==================== irq_controller
**irq_controller: clock network drawn from the DEF**

The bar under the picture is 20 um long.
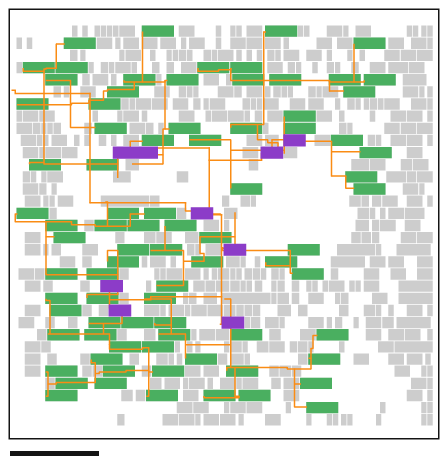
**src/rtl/irq_pkg.sv**
```systemverilog
// Shared constants for the vectored interrupt controller: default register
// addresses and STAT register field positions.
package irq_pkg;

  localparam logic [31:0] ADDR_MASK_DEF = 32'h0000_0060;
  localparam logic [31:0] ADDR_PEND_DEF = 32'h0000_0064;
  localparam logic [31:0] ADDR_STAT_DEF = 32'h0000_0068;

  localparam int unsigned STAT_ACT_V  = 31;
  localparam int unsigned STAT_IE     = 30;
  localparam int unsigned STAT_ID_LSB = 0;
  localparam int unsigned STAT_ID_W   = 5;

endpackage

```
**src/rtl/irq_sync_edge.sv**
```systemverilog
// Two-flop synchroniser for one asynchronous interrupt line followed by a
// previous-value flop; flags a single-cycle rising edge.
module irq_sync_edge (
  input  logic clk,
  input  logic rst,
  input  logic arm_i,
  input  logic d_i,
  output logic rise_o
);

  logic s1_q, s2_q, s3_q;

  always_ff @(posedge clk) begin
    if (rst) begin
      s1_q <= 1'b0;
      s2_q <= 1'b0;
      s3_q <= 1'b0;
    end else begin
      s1_q <= d_i;
      s2_q <= s1_q;
      s3_q <= s2_q;
    end
  end

  // arm_i hides the apparent edge of a line that was already high at reset release
  assign rise_o = s2_q & ~s3_q & arm_i;

endmodule

```
**src/rtl/irq_controller.sv**
```systemverilog
// Vectored interrupt controller: N edge-triggered, masked, prioritised sources,
// per-source handler vector, saved PC and global enable, memory-mapped regs.
module irq_controller
  import irq_pkg::*;
#(
  parameter int unsigned N_SRC      = 8,
  parameter logic [31:0] VEC_BASE   = 32'h0000_0100,
  parameter int unsigned VEC_STRIDE = 8,
  parameter logic [31:0] ADDR_MASK  = ADDR_MASK_DEF,
  parameter logic [31:0] ADDR_PEND  = ADDR_PEND_DEF,
  parameter logic [31:0] ADDR_STAT  = ADDR_STAT_DEF
) (
  input  logic             clk,
  input  logic             rst,
  input  logic [N_SRC-1:0] irq_in,
  output logic             int_req,
  input  logic             int_ack,
  output logic [31:0]      vector,
  input  logic             rfe,
  input  logic [31:0]      pc_in,
  output logic [31:0]      epc,
  input  logic [31:0]      bus_addr,
  input  logic [31:0]      bus_wdata,
  input  logic             bus_we,
  input  logic             bus_re,
  output logic [31:0]      bus_rdata,
  output logic             bus_hit
);

  logic [N_SRC-1:0]     pend_q, pend_d;
  logic [N_SRC-1:0]     mask_q, mask_d;
  logic                 ie_q, ie_d;
  logic                 act_v_q, act_v_d;
  logic [STAT_ID_W-1:0] act_id_q, act_id_d;
  logic [31:0]          epc_q, epc_d;
  logic                 int_req_q, int_req_d;
  logic [2:0]           arm_q;

  logic [N_SRC-1:0]     rise;
  logic [N_SRC-1:0]     req_vec;
  logic [N_SRC-1:0]     clr;
  logic [STAT_ID_W-1:0] sel;
  logic                 any;
  logic                 ack_fire;
  logic                 hit_mask, hit_pend, hit_stat;
  logic [31:0]          stat_rd;
  logic                 unused_wdata;

  // Rises are ignored until the synchroniser has flushed the level seen at reset release
  always_ff @(posedge clk) begin
    if (rst) arm_q <= '0;
    else     arm_q <= {arm_q[1:0], 1'b1};
  end

  for (genvar g = 0; g < N_SRC; g++) begin : g_src
    irq_sync_edge u_sync (
      .clk    (clk),
      .rst    (rst),
      .arm_i  (arm_q[2]),
      .d_i    (irq_in[g]),
      .rise_o (rise[g])
    );
  end

  assign req_vec = pend_q & mask_q;

  always_comb begin
    sel = '0;
    any = |req_vec;
    for (int unsigned i = N_SRC; i > 0; i--) begin
      if (req_vec[i-1]) sel = STAT_ID_W'(i - 1);
    end
  end

  assign vector   = VEC_BASE + 32'(sel) * VEC_STRIDE;
  assign ack_fire = int_ack & int_req_q;

  assign hit_mask = (bus_addr == ADDR_MASK);
  assign hit_pend = (bus_addr == ADDR_PEND);
  assign hit_stat = (bus_addr == ADDR_STAT);
  assign bus_hit  = hit_mask | hit_pend | hit_stat;

  always_comb begin
    stat_rd = '0;
    stat_rd[STAT_ACT_V] = act_v_q;
    stat_rd[STAT_IE]    = ie_q;
    stat_rd[STAT_ID_LSB +: STAT_ID_W] = act_id_q;
  end

  always_comb begin
    bus_rdata = '0;
    if (bus_re) begin
      if (hit_mask)      bus_rdata = 32'(mask_q);
      else if (hit_pend) bus_rdata = 32'(pend_q);
      else if (hit_stat) bus_rdata = stat_rd;
    end
  end

  always_comb begin
    clr = '0;
    if (bus_we && hit_pend) clr = clr | bus_wdata[N_SRC-1:0];
    if (ack_fire)           clr = clr | (N_SRC'(1) << sel);

    pend_d    = (pend_q & ~clr) | rise;
    mask_d    = (bus_we && hit_mask) ? bus_wdata[N_SRC-1:0] : mask_q;
    ie_d      = ie_q;
    act_v_d   = act_v_q;
    act_id_d  = act_id_q;
    epc_d     = epc_q;
    int_req_d = ie_q & any & ~int_ack;

    // ack beats rfe, which beats a software write of the enable bit
    if (ack_fire) begin
      ie_d     = 1'b0;
      act_v_d  = 1'b1;
      act_id_d = sel;
      epc_d    = pc_in;
    end else if (rfe) begin
      ie_d    = 1'b1;
      act_v_d = 1'b0;
    end else if (bus_we && hit_stat) begin
      ie_d = bus_wdata[STAT_IE];
    end
  end

  always_ff @(posedge clk) begin
    if (rst) begin
      pend_q    <= '0;
      mask_q    <= '1;
      ie_q      <= 1'b1;
      act_v_q   <= 1'b0;
      act_id_q  <= '0;
      epc_q     <= '0;
      int_req_q <= 1'b0;
    end else begin
      pend_q    <= pend_d;
      mask_q    <= mask_d;
      ie_q      <= ie_d;
      act_v_q   <= act_v_d;
      act_id_q  <= act_id_d;
      epc_q     <= epc_d;
      int_req_q <= int_req_d;
    end
  end

  assign int_req = int_req_q;
  assign epc     = epc_q;

  assign unused_wdata = ^bus_wdata;

endmodule
```
**config.mk**
```make
export PLATFORM = sky130hd
export DESIGN_NAME = irq_controller
export DESIGN_NICKNAME = d
export VERILOG_FILES = /design/src/rtl/irq_pkg.sv /design/src/rtl/irq_sync_edge.sv /design/src/rtl/irq_controller.sv
export SDC_FILE = /design/constraint.sdc
export NUM_CORES = 1
export LEC_CHECK = 0
export CAP_MARGIN = 0
export CORE_MARGIN = 1
export CORE_UTILIZATION = 42
export CTS_BUF_LIST = sky130_fd_sc_hd__clkbuf_4 sky130_fd_sc_hd__clkbuf_8 sky130_fd_sc_hd__clkbuf_16
export DETAILED_ROUTE_END_ITERATION = 10
export HOLD_SLACK_MARGIN = 0.15
export PLACE_DENSITY = 0.87
export SLEW_MARGIN = 25
export SYNTH_ARGS = -nofsm -noshare
export SYNTH_HDL_FRONTEND = slang
export SYNTH_SLANG_ARGS = --single-unit
export TNS_END_PERCENT = 50
```
**constraint.sdc**
```tcl
create_clock -name clk -period 4.5 [get_ports clk]
set_clock_uncertainty 0.05 [all_clocks]
set_input_delay 0.45 -clock clk [delete_from_list [all_inputs] [get_ports clk]]
set_output_delay 0.45 -clock clk [all_outputs]
set_load 0.02 [all_outputs]
```
==> impl_metrics.csv <==
group,metric,value,unit
detailed_routing,via_per_inst,4.90,
grt,grt_pass1_wl,13.4,mm
grt,grt.busiest_layer,"met2",
grt,track_usage,0.189,
synthesis,yosysWarnings,0,
power,power_leakage,1.90,nW
synthesis,synth_area,0.00370,mm^2
power,p_seq,0.736,mW
grt,grt_util_met3,0.0474,
synthesis,synth_top_area_share,0.438,
status,status,"finished clean",
synthesis,synthCells,424,
cells_and_area,buf_share,0.263,
grt,antenna_found_initial,0,
die,fp.dieH,95.9,um
setup_path,critPathLaunchType,"input pin",
sta,rsz0062_at_grt,"no",
sta,tightest_slew,798,ps
power,comb_power_share,0.123,
cells_and_area,seq_cell_count,81,
synthesis,ys_sh_aoi,0.121,
sta,fin_ws,1270,ps
cells_and_area,seq_area_frac,0.317,
cells_and_area,design_area,0.00512,mm^2
synthesis,yosys.area_share.adder,0,
placed_design,gp_congestion,0.880,
power,power.group.top,"registers",
die,rows,33,
detailed_routing,drt_iter0_markers,171,
About 'clock network drawn from the DEF' of irq_controller:
[green] flip-flops | count: 81
[orange] clock wires | length: 918 um
[purple] cells driving clock nets | count: 9
flops lie	widely spread
P_clk: 0.604 mW
clock network fraction of total power: 0.395


==================== param_seq_fsm
**param_seq_fsm: cell classes on the final placement**

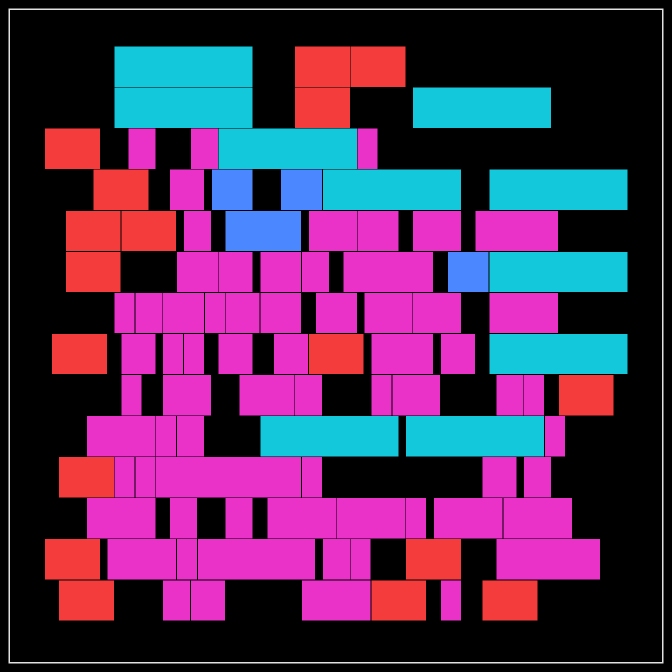
**param_seq_fsm: clock routing**

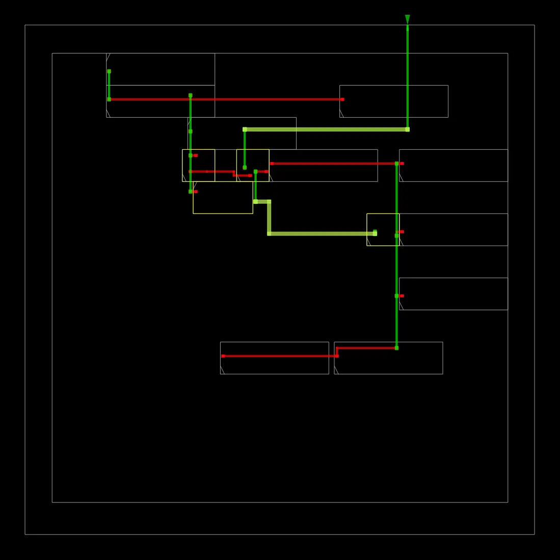
`src/rtl/param_seq_fsm.sv`:
```
// rtl/param_seq_fsm.sv - parametrised phase sequencer with hold/step/run/jump commands
module param_seq_fsm #(
    parameter int STATE_W    = 3,
    parameter int NUM_STATES = 6,
    parameter int DWELL_W    = 4
) (
    input  logic               clk,
    input  logic               rst_n,
    input  logic [1:0]         user_input,
    input  logic [STATE_W-1:0] jump_tgt,
    input  logic [DWELL_W-1:0] dwell_cfg,
    input  logic               lock_req,
    output logic [STATE_W-1:0] out,
    output logic               wrap,
    output logic               err,
    output logic               locked
);

    typedef enum logic [1:0] {
        CMD_HOLD = 2'b00,
        CMD_STEP = 2'b01,
        CMD_RUN  = 2'b10,
        CMD_JUMP = 2'b11
    } cmd_t;

    // One extra bit so the bound compares cleanly even when NUM_STATES == 2**STATE_W.
    localparam logic [STATE_W:0]   NUM_S      = NUM_STATES[STATE_W:0];
    localparam logic [STATE_W-1:0] LAST_STATE = STATE_W'(NUM_STATES - 1);

    logic [STATE_W-1:0] r_state;
    logic [DWELL_W-1:0] r_dwell_cnt;
    logic               r_wrap;
    logic               r_err;
    logic               r_locked;

    logic [STATE_W-1:0] w_state_nxt;
    logic [DWELL_W-1:0] w_dwell_nxt;
    logic               w_wrap_nxt;
    logic               w_err_nxt;
    logic               w_locked_nxt;
    logic               w_illegal;
    logic               w_tgt_ok;
    logic               w_last;
    logic [STATE_W-1:0] w_adv_state;
    cmd_t               w_cmd;

    assign w_cmd       = cmd_t'(user_input);
    assign w_illegal   = ({1'b0, r_state} >= NUM_S);
    assign w_tgt_ok    = ({1'b0, jump_tgt} < NUM_S);
    assign w_last      = (r_state == LAST_STATE);
    assign w_adv_state = w_last ? '0 : r_state + 1'b1;

    // State register and flags; everything clears asynchronously on reset.
    always_ff @(posedge clk or negedge rst_n) begin
        if (!rst_n) begin
            r_state     <= '0;
            r_dwell_cnt <= '0;
            r_wrap      <= 1'b0;
            r_err       <= 1'b0;
            r_locked    <= 1'b0;
        end else begin
            r_state     <= w_state_nxt;
            r_dwell_cnt <= w_dwell_nxt;
            r_wrap      <= w_wrap_nxt;
            r_err       <= w_err_nxt;
            r_locked    <= w_locked_nxt;
        end
    end

    // Next-state decode: lock beats illegal-state recovery, which beats the command.
    always_comb begin
        w_state_nxt  = r_state;
        w_dwell_nxt  = r_dwell_cnt;
        w_wrap_nxt   = 1'b0;
        w_err_nxt    = r_err;
        w_locked_nxt = r_locked;

        if (r_locked) begin
            // Frozen until reset; inputs ignored.
            w_state_nxt = r_state;
        end else if (w_illegal) begin
            // Recovery wins over a same-cycle lock_req so the FSM never
            // freezes in an illegal encoding; the lock still takes effect.
            w_state_nxt  = '0;
            w_dwell_nxt  = '0;
            w_err_nxt    = 1'b1;
            w_locked_nxt = lock_req;
        end else if (lock_req) begin
            w_locked_nxt = 1'b1;
        end else begin
            case (w_cmd)
                CMD_HOLD: begin
                    w_dwell_nxt = '0;
                end
                CMD_STEP: begin
                    w_state_nxt = w_adv_state;
                    w_dwell_nxt = '0;
                    w_wrap_nxt  = w_last;
                end
                CMD_RUN: begin
                    // >= rather than == so a dwell_cfg lowered below the
                    // running count advances at once instead of wrapping.
                    if (r_dwell_cnt >= dwell_cfg) begin
                        w_state_nxt = w_adv_state;
                        w_dwell_nxt = '0;
                        w_wrap_nxt  = w_last;
                    end else begin
                        w_dwell_nxt = r_dwell_cnt + 1'b1;
                    end
                end
                CMD_JUMP: begin
                    if (w_tgt_ok) begin
                        w_state_nxt = jump_tgt;
                        w_dwell_nxt = '0;
                    end else begin
                        w_err_nxt = 1'b1;
                    end
                end
                default: begin
                    w_state_nxt = r_state;
                end
            endcase
        end
    end

    assign out    = r_state;
    assign wrap   = r_wrap;
    assign err    = r_err;
    assign locked = r_locked;

endmodule

```
`config.mk`:
```
export PLATFORM = sky130hd
export DESIGN_NAME = param_seq_fsm
export DESIGN_NICKNAME = d
export VERILOG_FILES = /design/src/rtl/param_seq_fsm.sv
export SDC_FILE = /design/constraint.sdc
export NUM_CORES = 1
export LEC_CHECK = 0
export CAP_MARGIN = 20
export CORE_MARGIN = 2
export CORE_UTILIZATION = 50
export CTS_CLUSTER_DIAMETER = 200
export CTS_CLUSTER_SIZE = 30
export DETAILED_ROUTE_END_ITERATION = 7
export HOLD_SLACK_MARGIN = 0.1
export PLACE_DENSITY = 0.8
export SYNTH_ARGS = -nofsm -noshare
export SYNTH_HDL_FRONTEND = slang
export SYNTH_SLANG_ARGS = --single-unit
```
`constraint.sdc`:
```
create_clock -name clk -period 4.7 [get_ports clk]
set_clock_uncertainty 0.1 [all_clocks]
set_input_delay 0.94 -clock clk [delete_from_list [all_inputs] [get_ports clk]]
set_output_delay 0.94 -clock clk [all_outputs]
set_load 0.05 [all_outputs]
```
==> impl_metrics.csv <==
group,metric,value,unit
sta,rsz0062_at_grt,"no",
die,fp.dieH,43.2,um
cells_and_area,seq_cell_count,10,
cells_and_area,num-nonclk-buffers,17,
sta,hold_violations,0,
cells_and_area,antenna_cells,0,
sta,tns,0,ps
setup_path,cpPeakStageDelay,860,ps
detailed_routing,drc,0,
sta,max_clock_freq,377,MHz
worst_hold_path,holdPathEnd,"err",
status,status,"finished clean",
cells_and_area,clockNetworkAreaShare,0.0366,
synthesis,ys_async_sr_fraction,1.00,
synthesis,yosys.area_share.simple,0.215,
## Picture notes: 'cell classes on the final placement' of param_seq_fsm
color	class	cells
cyan	flip-flops	10
blue	clock drivers and dummy loads	4
magenta	all other logic	67
red	other buffers and delay cells	17
Cell Rows: 14
post-route cell area: 991 um^2
core area: 0.00147 mm^2
final core utilization: 0.673

## Picture notes: 'clock routing' of param_seq_fsm
Inserted Clock Buffers: 3
CTS Sinks: 10



## Gallery

Where the registers sit.
Other sequential cells in the stronger gray, the rest of the logic in the fainter gray.
panel A
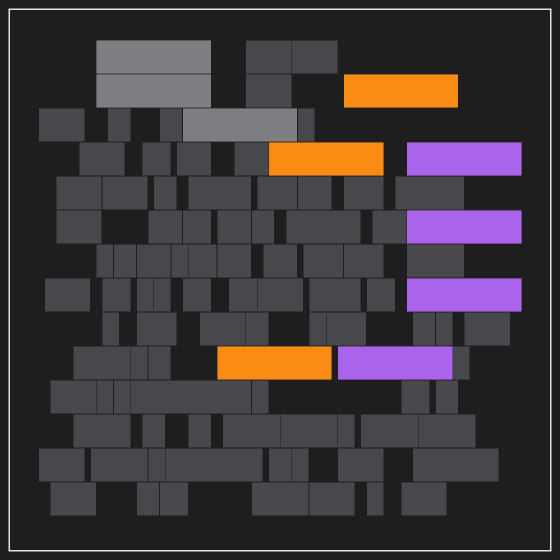
panel B
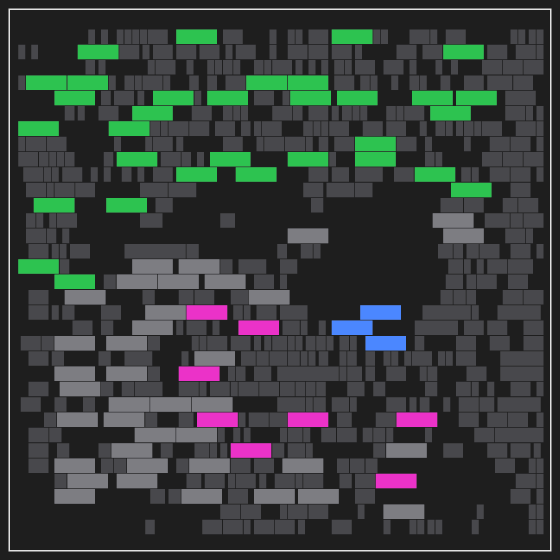
- most cells: panel B
- most sequential cells: panel B
For irq_controller, see panel B.
For param_seq_fsm, see panel A.

Power figures rest on the tool's default switching activity, not on a simulated workload.
